# block 1

Figure 1. Congestion heat map (block 1).
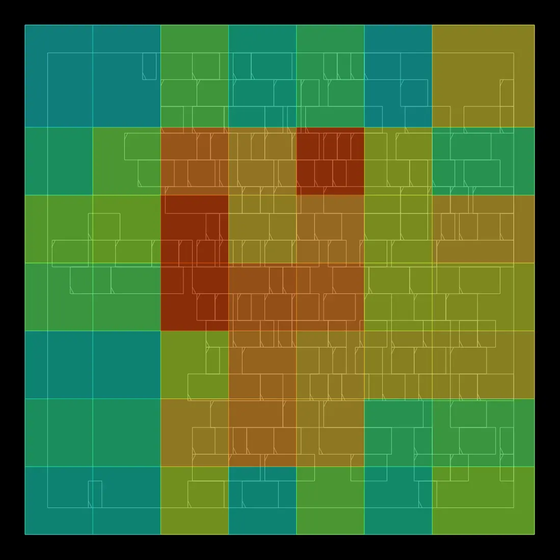

==> src/rtl/z16_mmio_pkg.sv <==
// Shared register-map constants and address decode for the Z16 MMIO GPIO block.
package z16_mmio_pkg;

  localparam int unsigned OFS_OUT   = 'h0;
  localparam int unsigned OFS_SET   = 'h2;
  localparam int unsigned OFS_CLR   = 'h4;
  localparam int unsigned OFS_IN    = 'h6;
  localparam int unsigned OFS_EDGE  = 'h8;
  localparam int unsigned OFS_IRQEN = 'hA;

  typedef enum logic [2:0] {
    SEL_NONE,
    SEL_OUT,
    SEL_SET,
    SEL_CLR,
    SEL_IN,
    SEL_EDGE,
    SEL_IRQEN
  } reg_sel_e;

  function automatic reg_sel_e decode_ofs(input logic [3:0] ofs);
    reg_sel_e sel;
    case (ofs)
      4'(OFS_OUT):   sel = SEL_OUT;
      4'(OFS_SET):   sel = SEL_SET;
      4'(OFS_CLR):   sel = SEL_CLR;
      4'(OFS_IN):    sel = SEL_IN;
      4'(OFS_EDGE):  sel = SEL_EDGE;
      4'(OFS_IRQEN): sel = SEL_IRQEN;
      default:       sel = SEL_NONE;
    endcase
    return sel;
  endfunction

endpackage

==> src/rtl/z16_debounce.sv <==
// Per-input 2-flop synchroniser with optional debounce counter (Z16_MMIO_DEBOUNCE_EN).
// o_rise pulses in the cycle whose clock edge raises o_stable.
module z16_debounce
`ifdef Z16_MMIO_DEBOUNCE_EN
  #(
    parameter int unsigned DB_CYCLES = 50000
  )
`endif
  (
    input  logic i_clk,
    input  logic i_rst_n,
    input  logic i_raw,
    output logic o_stable,
    output logic o_rise
  );

  logic [1:0] sync_q;

  always_ff @(posedge i_clk) begin
    if (!i_rst_n) sync_q <= '0;
    else          sync_q <= {sync_q[0], i_raw};
  end

`ifdef Z16_MMIO_DEBOUNCE_EN
  localparam int unsigned CNT_W = (DB_CYCLES > 2) ? $clog2(DB_CYCLES) : 1;
  localparam logic [CNT_W-1:0] CNT_LAST = CNT_W'(DB_CYCLES - 1);

  logic             stable_q, stable_d;
  logic [CNT_W-1:0] cnt_q, cnt_d;
  logic             sync;

  assign sync = sync_q[1];

  always_comb begin
    stable_d = stable_q;
    cnt_d    = '0;
    if (sync != stable_q) begin
      if (cnt_q == CNT_LAST) stable_d = sync;
      else                   cnt_d    = cnt_q + 1'b1;
    end
  end

  always_ff @(posedge i_clk) begin
    if (!i_rst_n) begin
      stable_q <= 1'b0;
      cnt_q    <= '0;
    end else begin
      stable_q <= stable_d;
      cnt_q    <= cnt_d;
    end
  end

  assign o_stable = stable_q;
  assign o_rise   = sync & ~stable_q & (cnt_q == CNT_LAST);
`else
  assign o_stable = sync_q[1];
  assign o_rise   = sync_q[0] & ~sync_q[1];
`endif

endmodule

==> src/rtl/z16_mmio_gpio.sv <==
// MMIO GPIO block: OUT/SET/CLR/IN/EDGE/IRQEN register window with edge interrupt.
// Input debouncing is enabled by defining Z16_MMIO_DEBOUNCE_EN.
module z16_mmio_gpio
  import z16_mmio_pkg::*;
#(
  parameter int unsigned             DATA_W    = 16,
  parameter int unsigned             ADDR_W    = 16,
  parameter logic [ADDR_W-1:0]       BASE_ADDR = 16'h0070,
  parameter int unsigned             N_OUT     = 6,
  parameter int unsigned             N_IN      = 1,
  parameter int unsigned             DB_CYCLES = 50000
) (
  input  logic              i_clk,
  input  logic              i_rst_n,
  input  logic [ADDR_W-1:0] i_addr,
  input  logic              i_wen,
  input  logic [DATA_W-1:0] i_wdata,
  output logic [DATA_W-1:0] o_rdata,
  output logic              o_hit,
  input  logic [N_IN-1:0]   i_gpio,
  output logic [N_OUT-1:0]  o_gpio,
  output logic              o_irq
);

  if (N_OUT < 1 || N_OUT > DATA_W || N_IN < 1 || N_IN > DATA_W || DB_CYCLES < 2) begin : g_bad_cfg
    $error("z16_mmio_gpio: illegal parameter combination");
  end

  logic [ADDR_W-1:0] off;
  reg_sel_e          sel;

  assign off = i_addr - BASE_ADDR;

  always_comb begin
    sel = SEL_NONE;
    if ((off >> 4) == '0) sel = decode_ofs(off[3:0]);
  end

  logic [N_IN-1:0] in_stable;
  logic [N_IN-1:0] in_rise;

  for (genvar k = 0; k < N_IN; k++) begin : g_in
`ifdef Z16_MMIO_DEBOUNCE_EN
    z16_debounce #(.DB_CYCLES(DB_CYCLES)) u_db (
`else
    z16_debounce u_db (
`endif
      .i_clk    (i_clk),
      .i_rst_n  (i_rst_n),
      .i_raw    (i_gpio[k]),
      .o_stable (in_stable[k]),
      .o_rise   (in_rise[k])
    );
  end

  logic [N_OUT-1:0] out_q, out_d;
  logic [N_IN-1:0]  edge_q, edge_d;
  logic [N_IN-1:0]  irqen_q, irqen_d;

  always_comb begin
    out_d   = out_q;
    edge_d  = edge_q;
    irqen_d = irqen_q;
    if (i_wen) begin
      case (sel)
        SEL_OUT:   out_d   = i_wdata[N_OUT-1:0];
        SEL_SET:   out_d   = out_q | i_wdata[N_OUT-1:0];
        SEL_CLR:   out_d   = out_q & ~i_wdata[N_OUT-1:0];
        SEL_EDGE:  edge_d  = edge_q & ~i_wdata[N_IN-1:0];
        SEL_IRQEN: irqen_d = i_wdata[N_IN-1:0];
        default:   ;
      endcase
    end
    // new edges are OR'd in after the W1C so a coincident set survives
    edge_d = edge_d | in_rise;
  end

  always_ff @(posedge i_clk) begin
    if (!i_rst_n) begin
      out_q   <= '0;
      edge_q  <= '0;
      irqen_q <= '0;
    end else begin
      out_q   <= out_d;
      edge_q  <= edge_d;
      irqen_q <= irqen_d;
    end
  end

  always_comb begin
    o_rdata = '0;
    case (sel)
      SEL_OUT:   o_rdata = DATA_W'(out_q);
      SEL_IN:    o_rdata = DATA_W'(in_stable);
      SEL_EDGE:  o_rdata = DATA_W'(edge_q);
      SEL_IRQEN: o_rdata = DATA_W'(irqen_q);
      default:   o_rdata = '0;
    endcase
  end

  assign o_hit  = (sel != SEL_NONE);
  assign o_gpio = out_q;
  assign o_irq  = |(edge_q & irqen_q);

  logic unused_wdata;
  assign unused_wdata = ^i_wdata;

endmodule

==> config.mk <==
export PLATFORM = sky130hd
export DESIGN_NAME = z16_mmio_gpio
export DESIGN_NICKNAME = d
export VERILOG_FILES = /design/src/rtl/z16_mmio_pkg.sv /design/src/rtl/z16_debounce.sv /design/src/rtl/z16_mmio_gpio.sv
export SDC_FILE = /design/constraint.sdc
export NUM_CORES = 1
export LEC_CHECK = 0
export ABC_CLOCK_PERIOD_IN_PS = 1500
export CORE_MARGIN = 2
export CORE_UTILIZATION = 31
export CTS_CLUSTER_DIAMETER = 30
export DETAILED_ROUTE_END_ITERATION = 12
export GPL_TIMING_DRIVEN = 1
export PLACE_DENSITY = 0.89
export RECOVER_POWER = 25
export SYNTH_ARGS = -nofsm -noshare
export SYNTH_HDL_FRONTEND = slang
export SYNTH_HIERARCHICAL = 1
export SYNTH_SLANG_ARGS = --single-unit
==> constraint.sdc <==
create_clock -name i_clk -period 1.5 [get_ports i_clk]
set_clock_uncertainty 0.2 [all_clocks]
set_input_delay 0.15 -clock i_clk [delete_from_list [all_inputs] [get_ports i_clk]]
set_output_delay 0.15 -clock i_clk [all_outputs]
set_load 0.005 [all_outputs]
# block 2

**src/rtl/change_dispenser_if.sv**
```systemverilog
// Handshake and status bundle between the ticket machine / coin mechanism and
// the change dispenser.
interface change_dispenser_if #(
   parameter int WIDTH = 32,
   parameter int CNT_W = 8
);
   logic             start;
   logic [WIDTH-1:0] change;
   logic             coin_ack;
   logic             refill;
   logic             coin_valid;
   logic [7:0]       coin_value;
   logic [WIDTH-1:0] remaining;
   logic             busy;
   logic             done;
   logic             short;
   logic [CNT_W-1:0] inv_50;
   logic [CNT_W-1:0] inv_10;
   logic [CNT_W-1:0] inv_5;
   logic [CNT_W-1:0] inv_1;

   modport master (
      output start, change, coin_ack, refill,
      input  coin_valid, coin_value, remaining, busy, done, short,
             inv_50, inv_10, inv_5, inv_1
   );

   modport slave (
      input  start, change, coin_ack, refill,
      output coin_valid, coin_value, remaining, busy, done, short,
             inv_50, inv_10, inv_5, inv_1
   );
endinterface

```
**src/rtl/change_dispenser.sv**
```systemverilog
// Greedy 50/10/5/1 change payout, one coin per valid/ack handshake, with a
// per-denomination inventory that can be refilled while idle.
module change_dispenser #(
   parameter int WIDTH   = 32,
   parameter int CNT_W   = 8,
   parameter int INIT_50 = 8,
   parameter int INIT_10 = 20,
   parameter int INIT_5  = 20,
   parameter int INIT_1  = 50
) (
   input  logic              clk,
   input  logic              reset,
   change_dispenser_if.slave bus
);

   typedef enum logic [2:0] {
      S_IDLE     = 3'd0,
      S_SELECT   = 3'd1,
      S_DISPENSE = 3'd2,
      S_DONE     = 3'd3,
      S_SHORT    = 3'd4
   } state_t;

   state_t           state_q, state_d;
   logic [WIDTH-1:0] remaining_q, remaining_d;
   logic             coin_valid_q, coin_valid_d;
   logic [7:0]       coin_value_q, coin_value_d;
   logic             busy_q, busy_d;
   logic             done_q, done_d;
   logic             short_q, short_d;
   logic [CNT_W-1:0] inv_50_q, inv_50_d;
   logic [CNT_W-1:0] inv_10_q, inv_10_d;
   logic [CNT_W-1:0] inv_5_q, inv_5_d;
   logic [CNT_W-1:0] inv_1_q, inv_1_d;

   always_ff @(posedge clk) begin
      if (reset) begin
         state_q      <= S_IDLE;
         remaining_q  <= '0;
         coin_valid_q <= 1'b0;
         coin_value_q <= 8'd0;
         busy_q       <= 1'b0;
         done_q       <= 1'b0;
         short_q      <= 1'b0;
         inv_50_q     <= CNT_W'(INIT_50);
         inv_10_q     <= CNT_W'(INIT_10);
         inv_5_q      <= CNT_W'(INIT_5);
         inv_1_q      <= CNT_W'(INIT_1);
      end else begin
         state_q      <= state_d;
         remaining_q  <= remaining_d;
         coin_valid_q <= coin_valid_d;
         coin_value_q <= coin_value_d;
         busy_q       <= busy_d;
         done_q       <= done_d;
         short_q      <= short_d;
         inv_50_q     <= inv_50_d;
         inv_10_q     <= inv_10_d;
         inv_5_q      <= inv_5_d;
         inv_1_q      <= inv_1_d;
      end
   end

   always_comb begin
      state_d      = state_q;
      remaining_d  = remaining_q;
      coin_valid_d = coin_valid_q;
      coin_value_d = coin_value_q;
      inv_50_d     = inv_50_q;
      inv_10_d     = inv_10_q;
      inv_5_d      = inv_5_q;
      inv_1_d      = inv_1_q;

      case (state_q)
         S_IDLE: begin
            // start takes priority; a simultaneous refill is simply dropped
            if (bus.start) begin
               remaining_d = bus.change;
               if (bus.change == '0) begin
                  state_d = S_DONE;
               end else begin
                  state_d = S_SELECT;
               end
            end else if (bus.refill) begin
               inv_50_d = CNT_W'(INIT_50);
               inv_10_d = CNT_W'(INIT_10);
               inv_5_d  = CNT_W'(INIT_5);
               inv_1_d  = CNT_W'(INIT_1);
            end else begin
               state_d = S_IDLE;
            end
         end
         S_SELECT: begin
            state_d      = S_DISPENSE;
            coin_valid_d = 1'b1;
            if (remaining_q >= WIDTH'(32'd50) && inv_50_q != '0) begin
               coin_value_d = 8'd50;
            end else if (remaining_q >= WIDTH'(32'd10) && inv_10_q != '0) begin
               coin_value_d = 8'd10;
            end else if (remaining_q >= WIDTH'(32'd5) && inv_5_q != '0) begin
               coin_value_d = 8'd5;
            end else if (remaining_q >= WIDTH'(32'd1) && inv_1_q != '0) begin
               coin_value_d = 8'd1;
            end else begin
               state_d      = S_SHORT;
               coin_valid_d = 1'b0;
            end
         end
         S_DISPENSE: begin
            if (bus.coin_ack) begin
               remaining_d  = remaining_q - WIDTH'(coin_value_q);
               coin_valid_d = 1'b0;
               case (coin_value_q)
                  8'd50:   inv_50_d = inv_50_q - CNT_W'(1'b1);
                  8'd10:   inv_10_d = inv_10_q - CNT_W'(1'b1);
                  8'd5:    inv_5_d  = inv_5_q - CNT_W'(1'b1);
                  8'd1:    inv_1_d  = inv_1_q - CNT_W'(1'b1);
                  default: inv_1_d  = inv_1_q;
               endcase
               if (remaining_d == '0) begin
                  state_d = S_DONE;
               end else begin
                  state_d = S_SELECT;
               end
            end else begin
               state_d = S_DISPENSE;
            end
         end
         S_DONE:  state_d = S_IDLE;
         S_SHORT: state_d = S_IDLE;
         default: state_d = S_IDLE;
      endcase

      // Status flags are registered copies of the state being entered
      done_d  = (state_d == S_DONE) || (state_d == S_SHORT);
      short_d = (state_d == S_SHORT);
      busy_d  = (state_d != S_IDLE);
   end

   assign bus.coin_valid = coin_valid_q;
   assign bus.coin_value = coin_value_q;
   assign bus.remaining  = remaining_q;
   assign bus.busy       = busy_q;
   assign bus.done       = done_q;
   assign bus.short      = short_q;
   assign bus.inv_50     = inv_50_q;
   assign bus.inv_10     = inv_10_q;
   assign bus.inv_5      = inv_5_q;
   assign bus.inv_1      = inv_1_q;

endmodule

```
**src/flat_wrapper.sv**
```systemverilog
// flat-port wrapper written by rule: the top's interface ports become plain ports
module change_dispenser_flat 
#(
   parameter int WIDTH   = 32,
   parameter int CNT_W   = 8,
   parameter int INIT_50 = 8,
   parameter int INIT_10 = 20,
   parameter int INIT_5  = 20,
   parameter int INIT_1  = 50
)
  (clk, reset, bus_start, bus_change, bus_coin_ack, bus_refill, bus_coin_valid, bus_coin_value, bus_remaining, bus_busy, bus_done, bus_short, bus_inv_50, bus_inv_10, bus_inv_5, bus_inv_1);
  change_dispenser_if #(.WIDTH(WIDTH), .CNT_W(CNT_W)) bus_i ();
  input  logic clk;
  input  logic reset;
  input wire logic [$bits(bus_i.start)-1:0] bus_start;
  input wire logic [$bits(bus_i.change)-1:0] bus_change;
  input wire logic [$bits(bus_i.coin_ack)-1:0] bus_coin_ack;
  input wire logic [$bits(bus_i.refill)-1:0] bus_refill;
  output wire logic [$bits(bus_i.coin_valid)-1:0] bus_coin_valid;
  output wire logic [$bits(bus_i.coin_value)-1:0] bus_coin_value;
  output wire logic [$bits(bus_i.remaining)-1:0] bus_remaining;
  output wire logic [$bits(bus_i.busy)-1:0] bus_busy;
  output wire logic [$bits(bus_i.done)-1:0] bus_done;
  output wire logic [$bits(bus_i.short)-1:0] bus_short;
  output wire logic [$bits(bus_i.inv_50)-1:0] bus_inv_50;
  output wire logic [$bits(bus_i.inv_10)-1:0] bus_inv_10;
  output wire logic [$bits(bus_i.inv_5)-1:0] bus_inv_5;
  output wire logic [$bits(bus_i.inv_1)-1:0] bus_inv_1;
  assign bus_i.start = bus_start;
  assign bus_i.change = bus_change;
  assign bus_i.coin_ack = bus_coin_ack;
  assign bus_i.refill = bus_refill;
  assign bus_coin_valid = bus_i.coin_valid;
  assign bus_coin_value = bus_i.coin_value;
  assign bus_remaining = bus_i.remaining;
  assign bus_busy = bus_i.busy;
  assign bus_done = bus_i.done;
  assign bus_short = bus_i.short;
  assign bus_inv_50 = bus_i.inv_50;
  assign bus_inv_10 = bus_i.inv_10;
  assign bus_inv_5 = bus_i.inv_5;
  assign bus_inv_1 = bus_i.inv_1;
  change_dispenser #(.WIDTH(WIDTH), .CNT_W(CNT_W), .INIT_50(INIT_50), .INIT_10(INIT_10), .INIT_5(INIT_5), .INIT_1(INIT_1)) u_core (.clk(clk), .reset(reset), .bus(bus_i));
endmodule
```
**config.mk**
```make
export PLATFORM = sky130hd
export DESIGN_NAME = change_dispenser_flat
export DESIGN_NICKNAME = d
export VERILOG_FILES = /design/src/rtl/change_dispenser_if.sv /design/src/rtl/change_dispenser.sv /design/src/flat_wrapper.sv
export SDC_FILE = /design/constraint.sdc
export NUM_CORES = 1
export LEC_CHECK = 0
export CORE_MARGIN = 2
export CORE_UTILIZATION = 50
export DETAILED_ROUTE_END_ITERATION = 8
export PLACE_DENSITY = 0.8
export REMOVE_ABC_BUFFERS = 1
export SETUP_SLACK_MARGIN = 0.5
export SLEW_MARGIN = 30
export SYNTH_ARGS = -nofsm -noshare
export SYNTH_HDL_FRONTEND = slang
export SYNTH_SLANG_ARGS = --single-unit
```
**constraint.sdc**
```tcl
create_clock -name clk -period 3.92 [get_ports clk]
set_clock_uncertainty 0.2 [all_clocks]
set_input_delay 0.784 -clock clk [delete_from_list [all_inputs] [get_ports clk]]
set_output_delay 0.784 -clock clk [all_outputs]
set_load 0.02 [all_outputs]
```
# block 3

File: src/rtl/mem_arbiter.sv
`default_nettype none
// ============================================================================
// Module      : mem_arbiter
// Description : Two-port round-robin arbiter in front of a 32-word memory.
//               Port 0 is instruction fetch, port 1 is load/store. One access
//               is in flight at a time: IDLE -> ACCESS (WAIT_STATES+1 cycles)
//               -> RESP (one-cycle response strobe) -> IDLE.
// Ports       : clk, reset       - clock, synchronous active-high reset
//               req_*            - per-port request channel (valid/ready,
//                                  write flag, byte address, store data)
//               resp_valid/rdata - per-port response strobe, shared read data
//               mem_*            - memory side (enable, write strobe,
//                                  word index, write data, read data)
//               busy             - high while an access is in progress
// Revision    : 1.0 - initial release
// ============================================================================
module mem_arbiter #(
    parameter int unsigned WAIT_STATES = 0
) (
    input  logic             clk,
    input  logic             reset,
    input  logic [1:0]       req_valid,
    output logic [1:0]       req_ready,
    input  logic [1:0]       req_we,
    input  logic [1:0][31:0] req_addr,
    input  logic [1:0][31:0] req_wdata,
    output logic [1:0]       resp_valid,
    output logic [31:0]      resp_rdata,
    output logic             mem_en,
    output logic             mem_we,
    output logic [4:0]       mem_addr,
    output logic [31:0]      mem_wdata,
    input  logic [31:0]      mem_rdata,
    output logic             busy
);

    localparam logic [3:0] c_WAIT_LOAD = WAIT_STATES[3:0];

    typedef enum logic [1:0] {
        S_IDLE   = 2'd0,
        S_ACCESS = 2'd1,
        S_RESP   = 2'd2
    } state_t;

    state_t      r_state;
    logic        r_rr_ptr;
    logic        r_port;
    logic        r_we;
    logic [3:0]  r_cnt;
    logic [4:0]  r_addr;
    logic [31:0] r_wdata;
    logic [31:0] r_resp;

    logic        w_win;
    logic        w_accept;
    logic        w_last;

    // The round-robin pointer only matters when both ports contend.
    always_comb begin
        w_win = 1'b0;
        case (req_valid)
            2'b10:   w_win = 1'b1;
            2'b11:   w_win = r_rr_ptr;
            default: w_win = 1'b0;
        endcase
    end

    assign w_accept  = (r_state == S_IDLE) && !reset && (req_valid != 2'b00);
    assign w_last    = (r_state == S_ACCESS) && (r_cnt == 4'd0);

    assign req_ready = w_accept ? (w_win ? 2'b10 : 2'b01) : 2'b00;

    // Strobes are masked by reset so an abandoned access never leaks a
    // write or a response during the reset cycle itself.
    assign mem_en     = (r_state == S_ACCESS) && !reset;
    assign mem_we     = w_last && r_we && !reset;
    assign mem_addr   = r_addr;
    assign mem_wdata  = r_wdata;
    assign resp_valid = ((r_state == S_RESP) && !reset) ? (r_port ? 2'b10 : 2'b01) : 2'b00;
    assign resp_rdata = r_resp;
    assign busy       = (r_state != S_IDLE) && !reset;

    always_ff @(posedge clk) begin
        if (reset) begin
            r_state  <= S_IDLE;
            r_rr_ptr <= 1'b0;
            r_port   <= 1'b0;
            r_we     <= 1'b0;
            r_cnt    <= 4'd0;
            r_addr   <= 5'd0;
            r_wdata  <= 32'd0;
            r_resp   <= 32'd0;
        end else begin
            case (r_state)
                S_IDLE: begin
                    if (w_accept) begin
                        // Byte address -> word index; the upper bits wrap.
                        r_port   <= w_win;
                        r_we     <= req_we[w_win];
                        r_addr   <= req_addr[w_win][6:2];
                        r_wdata  <= req_wdata[w_win];
                        r_cnt    <= c_WAIT_LOAD;
                        r_rr_ptr <= ~w_win;
                        r_state  <= S_ACCESS;
                    end
                end
                S_ACCESS: begin
                    if (r_cnt == 4'd0) begin
                        r_resp  <= r_we ? 32'd0 : mem_rdata;
                        r_state <= S_RESP;
                    end else begin
                        r_cnt <= r_cnt - 4'd1;
                    end
                end
                S_RESP: begin
                    r_state <= S_IDLE;
                end
                default: begin
                    r_state <= S_IDLE;
                end
            endcase
        end
    end

endmodule
`default_nettype wire

File: config.mk
export PLATFORM = sky130hd
export DESIGN_NAME = mem_arbiter
export DESIGN_NICKNAME = d
export VERILOG_FILES = /design/src/rtl/mem_arbiter.sv
export SDC_FILE = /design/constraint.sdc
export NUM_CORES = 1
export LEC_CHECK = 0
export CORE_UTILIZATION = 33
export CTS_CLUSTER_DIAMETER = 200
export DETAILED_ROUTE_END_ITERATION = 10
export HOLD_SLACK_MARGIN = 0.15
export PLACE_DENSITY = 0.76
export SLEW_MARGIN = 25
export SYNTH_ARGS = -nofsm -noshare
export SYNTH_HDL_FRONTEND = slang
export SYNTH_SLANG_ARGS = --single-unit
File: constraint.sdc
create_clock -name clk -period 1.7 [get_ports clk]
set_input_delay 0.34 -clock clk [delete_from_list [all_inputs] [get_ports clk]]
set_output_delay 0.34 -clock clk [all_outputs]
set_load 0.005 [all_outputs]
Figure 2. Wiring heat map (block 1).
Bar = 20 um. The die is cut into 10 by 10 equal tiles; dark purple is low, yellow is high, scaled to the fullest tile. Values are wire area over tile area, all layers added.
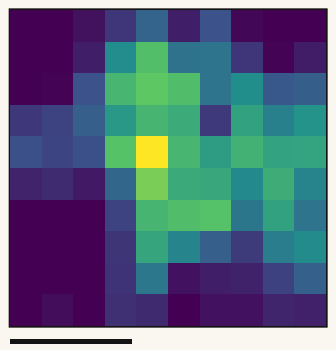
- tiles over half the peak: 25%
- fullest tile: 0.53
- densest ninth of the die: centre
total length of routed wires: 2.427 mm
global-route usage over all layers: 17.60%
detail-routed net length per standard cell: 13.71 um

About Figure 1:
global-route track usage on met3: 6.034%
final cell utilization of the core: 57.68%
GRT busiest layer: met2
met1 Resource Use GR: 16.75%

==> job_summary.md, block 1 <==
### Metrics collected by this job

| Metric | Value |
|---|---|
| Run status | `complete, but fails checks` |
| Violated checks | `negative setup slack` |
| Chip Footprint | `0.002683 mm2` |
| Library cell occupying the most area in the post-synthesis netlist | `dfxtp_1` |
| Number of endpoints failing setup at the final stage | `8` |
| Vias | `872` |
| Logic pwr share | `22.1%` |
| Worst-case setup margin in the final layout | `-0.2896 ns` |
| Unique masters post-synth | `28` |
| Critical path buffers and inverters | `5` |
| N_taps | `28` |
| Hold WC Path Type | `in2reg` |
| CTS sink cnt | `10` |
| Clock group share of total power | `37.4%` |
| Std cell rows | `17` |
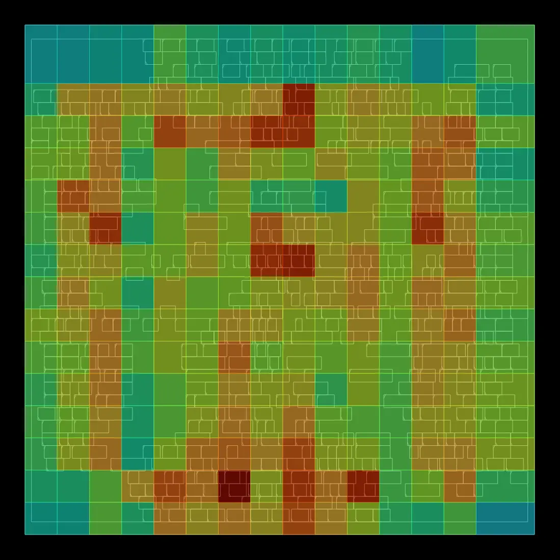
Figure 3: block 3, congestion heat map.
final cell utilization of the core: 56.38%
met2 usage in global routing: 36.93%

==> job_summary.md, block 3 <==
### Metrics collected by this job

| Metric | Value |
|---|---|
| Weighted congestion at the end of routability-driven global placement | `0.7862` |
| Total congestion overflow after global routing | `0` |
| Chip Footprint | `0.01190 mm2` |
| Final hold viol count | `0` |
| Fmax | `512.9 MHz` |
| Post-Synth Simple-Gate Area | `19.70%` |
| Multi-input gate area | `0.001987 mm2` |
| Run status | `complete, but fails checks` |
| Hold_sp | `reset` |
| Fraction of area in registers | `25.38%` |
| Number of endpoints failing setup at the final stage | `1` |
| Worst-case setup margin in the final layout | `-0.2498 ns` |
| Number of instances in the synthesized netlist | `432` |
| Clock tree from TritonCTS | `built` |
| Violated checks | `negative setup slack` |
| Yosys stat cell total | `432` |
Figure 4. Wiring heat map (block 2).
Bar = 20 um. The die is cut into 20 by 20 equal tiles; dark purple is low, yellow is high, scaled to the fullest tile. Values are wire area over tile area, all layers added.
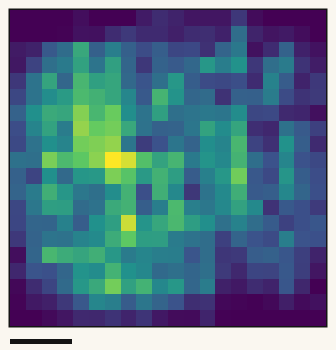
- fullest tile: 0.80
- mean over tiles: 0.26
- nearly empty tiles: 7.2%
- emptiest ninth of the die: lower right
- tiles over half the peak: 23%
total length of routed wires: 16.38 mm
global-route usage over all layers: 31.17%
vias: 5456
detail-routed net length per standard cell: 18.70 um

Figure 5. Nets reached from selected ports (block 2).
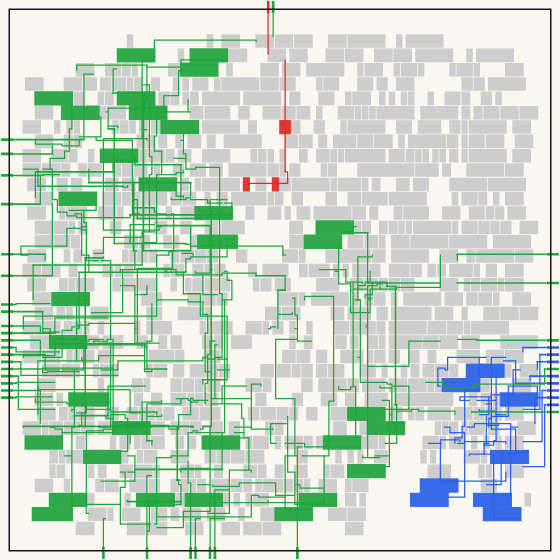
- blue: bus_inv_5 (bits 8; direction output; edge right; end cells 8; buffers 8; wire 338 um)
- red: bus_coin_ack (bits 1; direction input; edge top; end cells 3; buffers 1; wire 41.4 um)
- green: bus_remaining (bits 32; direction output; edge 19 left, 7 bottom, 5 right, 1 top; end cells 32; buffers 37; wire 2950 um)
IO buf count: 110
boundary pin count: 113

==> job_summary.md, block 2 <==
### Metrics collected by this job

| Metric | Value |
|---|---|
| Count of antenna-violating nets left after detailed routing | `0` |
| Number of endpoints failing setup at the final stage | `0` |
| Max FO, Critical Path | `11` |
| Multi-Input Combinational | `503` |
| Per-cell via count in the routed design | `6.228` |
| Total clock buffers created by CTS | `9` |
| Run status | `finished, final reports clean` |
| Total congestion overflow after global routing | `0` |
| Post-Synth Adder-Cell Area | `4.028%` |
| CTS sink cnt | `76` |
| Max-slew violation count | `0` |
| Detailed-route wire length on metal 1 | `6.317 mm` |
| Dominant kind of cell | `logic gates` |
| Required arrival time at the worst endpoint | `3.96 ns` |
| Cell with the largest stage delay on the worst path | `or4_4` |
| Fmax | `300.6 MHz` |
| Most frequent cell after synthesis | `nor2_1` |

## Gallery

Placed cells, one colour a class.
Bar = 20 um.
shot_01.png
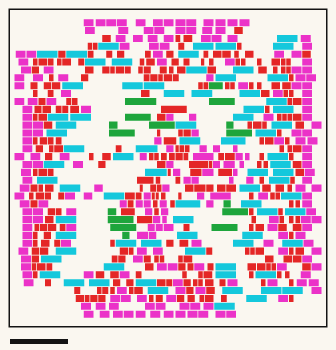
shot_02.png
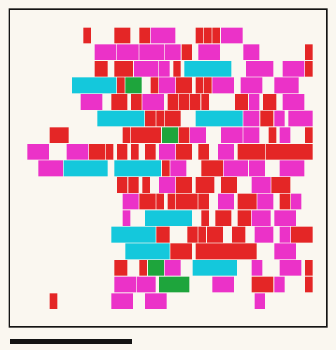
shot_03.png
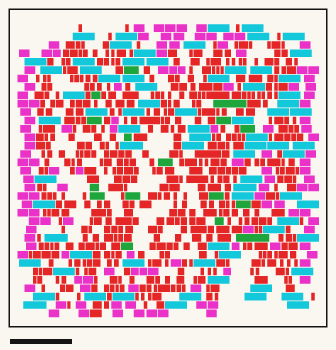
| from | picture |
|---|---|
| block 1 | shot_02.png |
| block 2 | shot_03.png |
| block 3 | shot_01.png |
The one with the fewest sequential cells is shot_02.png.
The one with the highest utilization is shot_03.png.



==> gallery <==
Cells by drive strength.
panel A
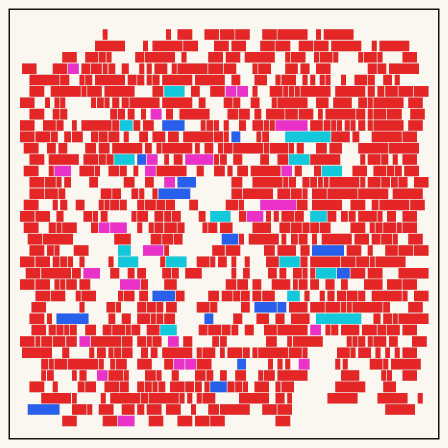
panel B
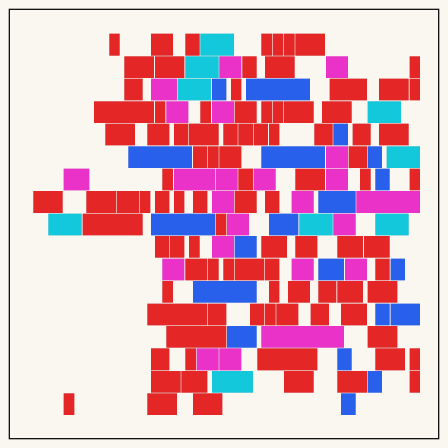
panel C
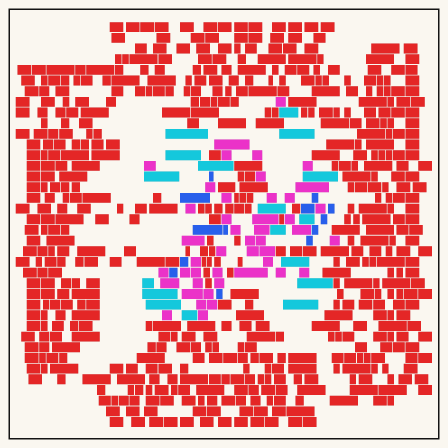
For block 2, see panel A.
For block 1, see panel B.
For block 3, see panel C.

Key to panel B:
- red: _0 and _1 cells (cells 97; share 65%)
- blue: _2 cells (cells 20; share 13%; most used buf_2)
- cyan: _6 and larger (cells 9; share 6.0%; most used buf_6)
- magenta: _3 and _4 cells (cells 23; share 15%; most used buf_4)

Power is estimated from default activity; no workload was simulated.
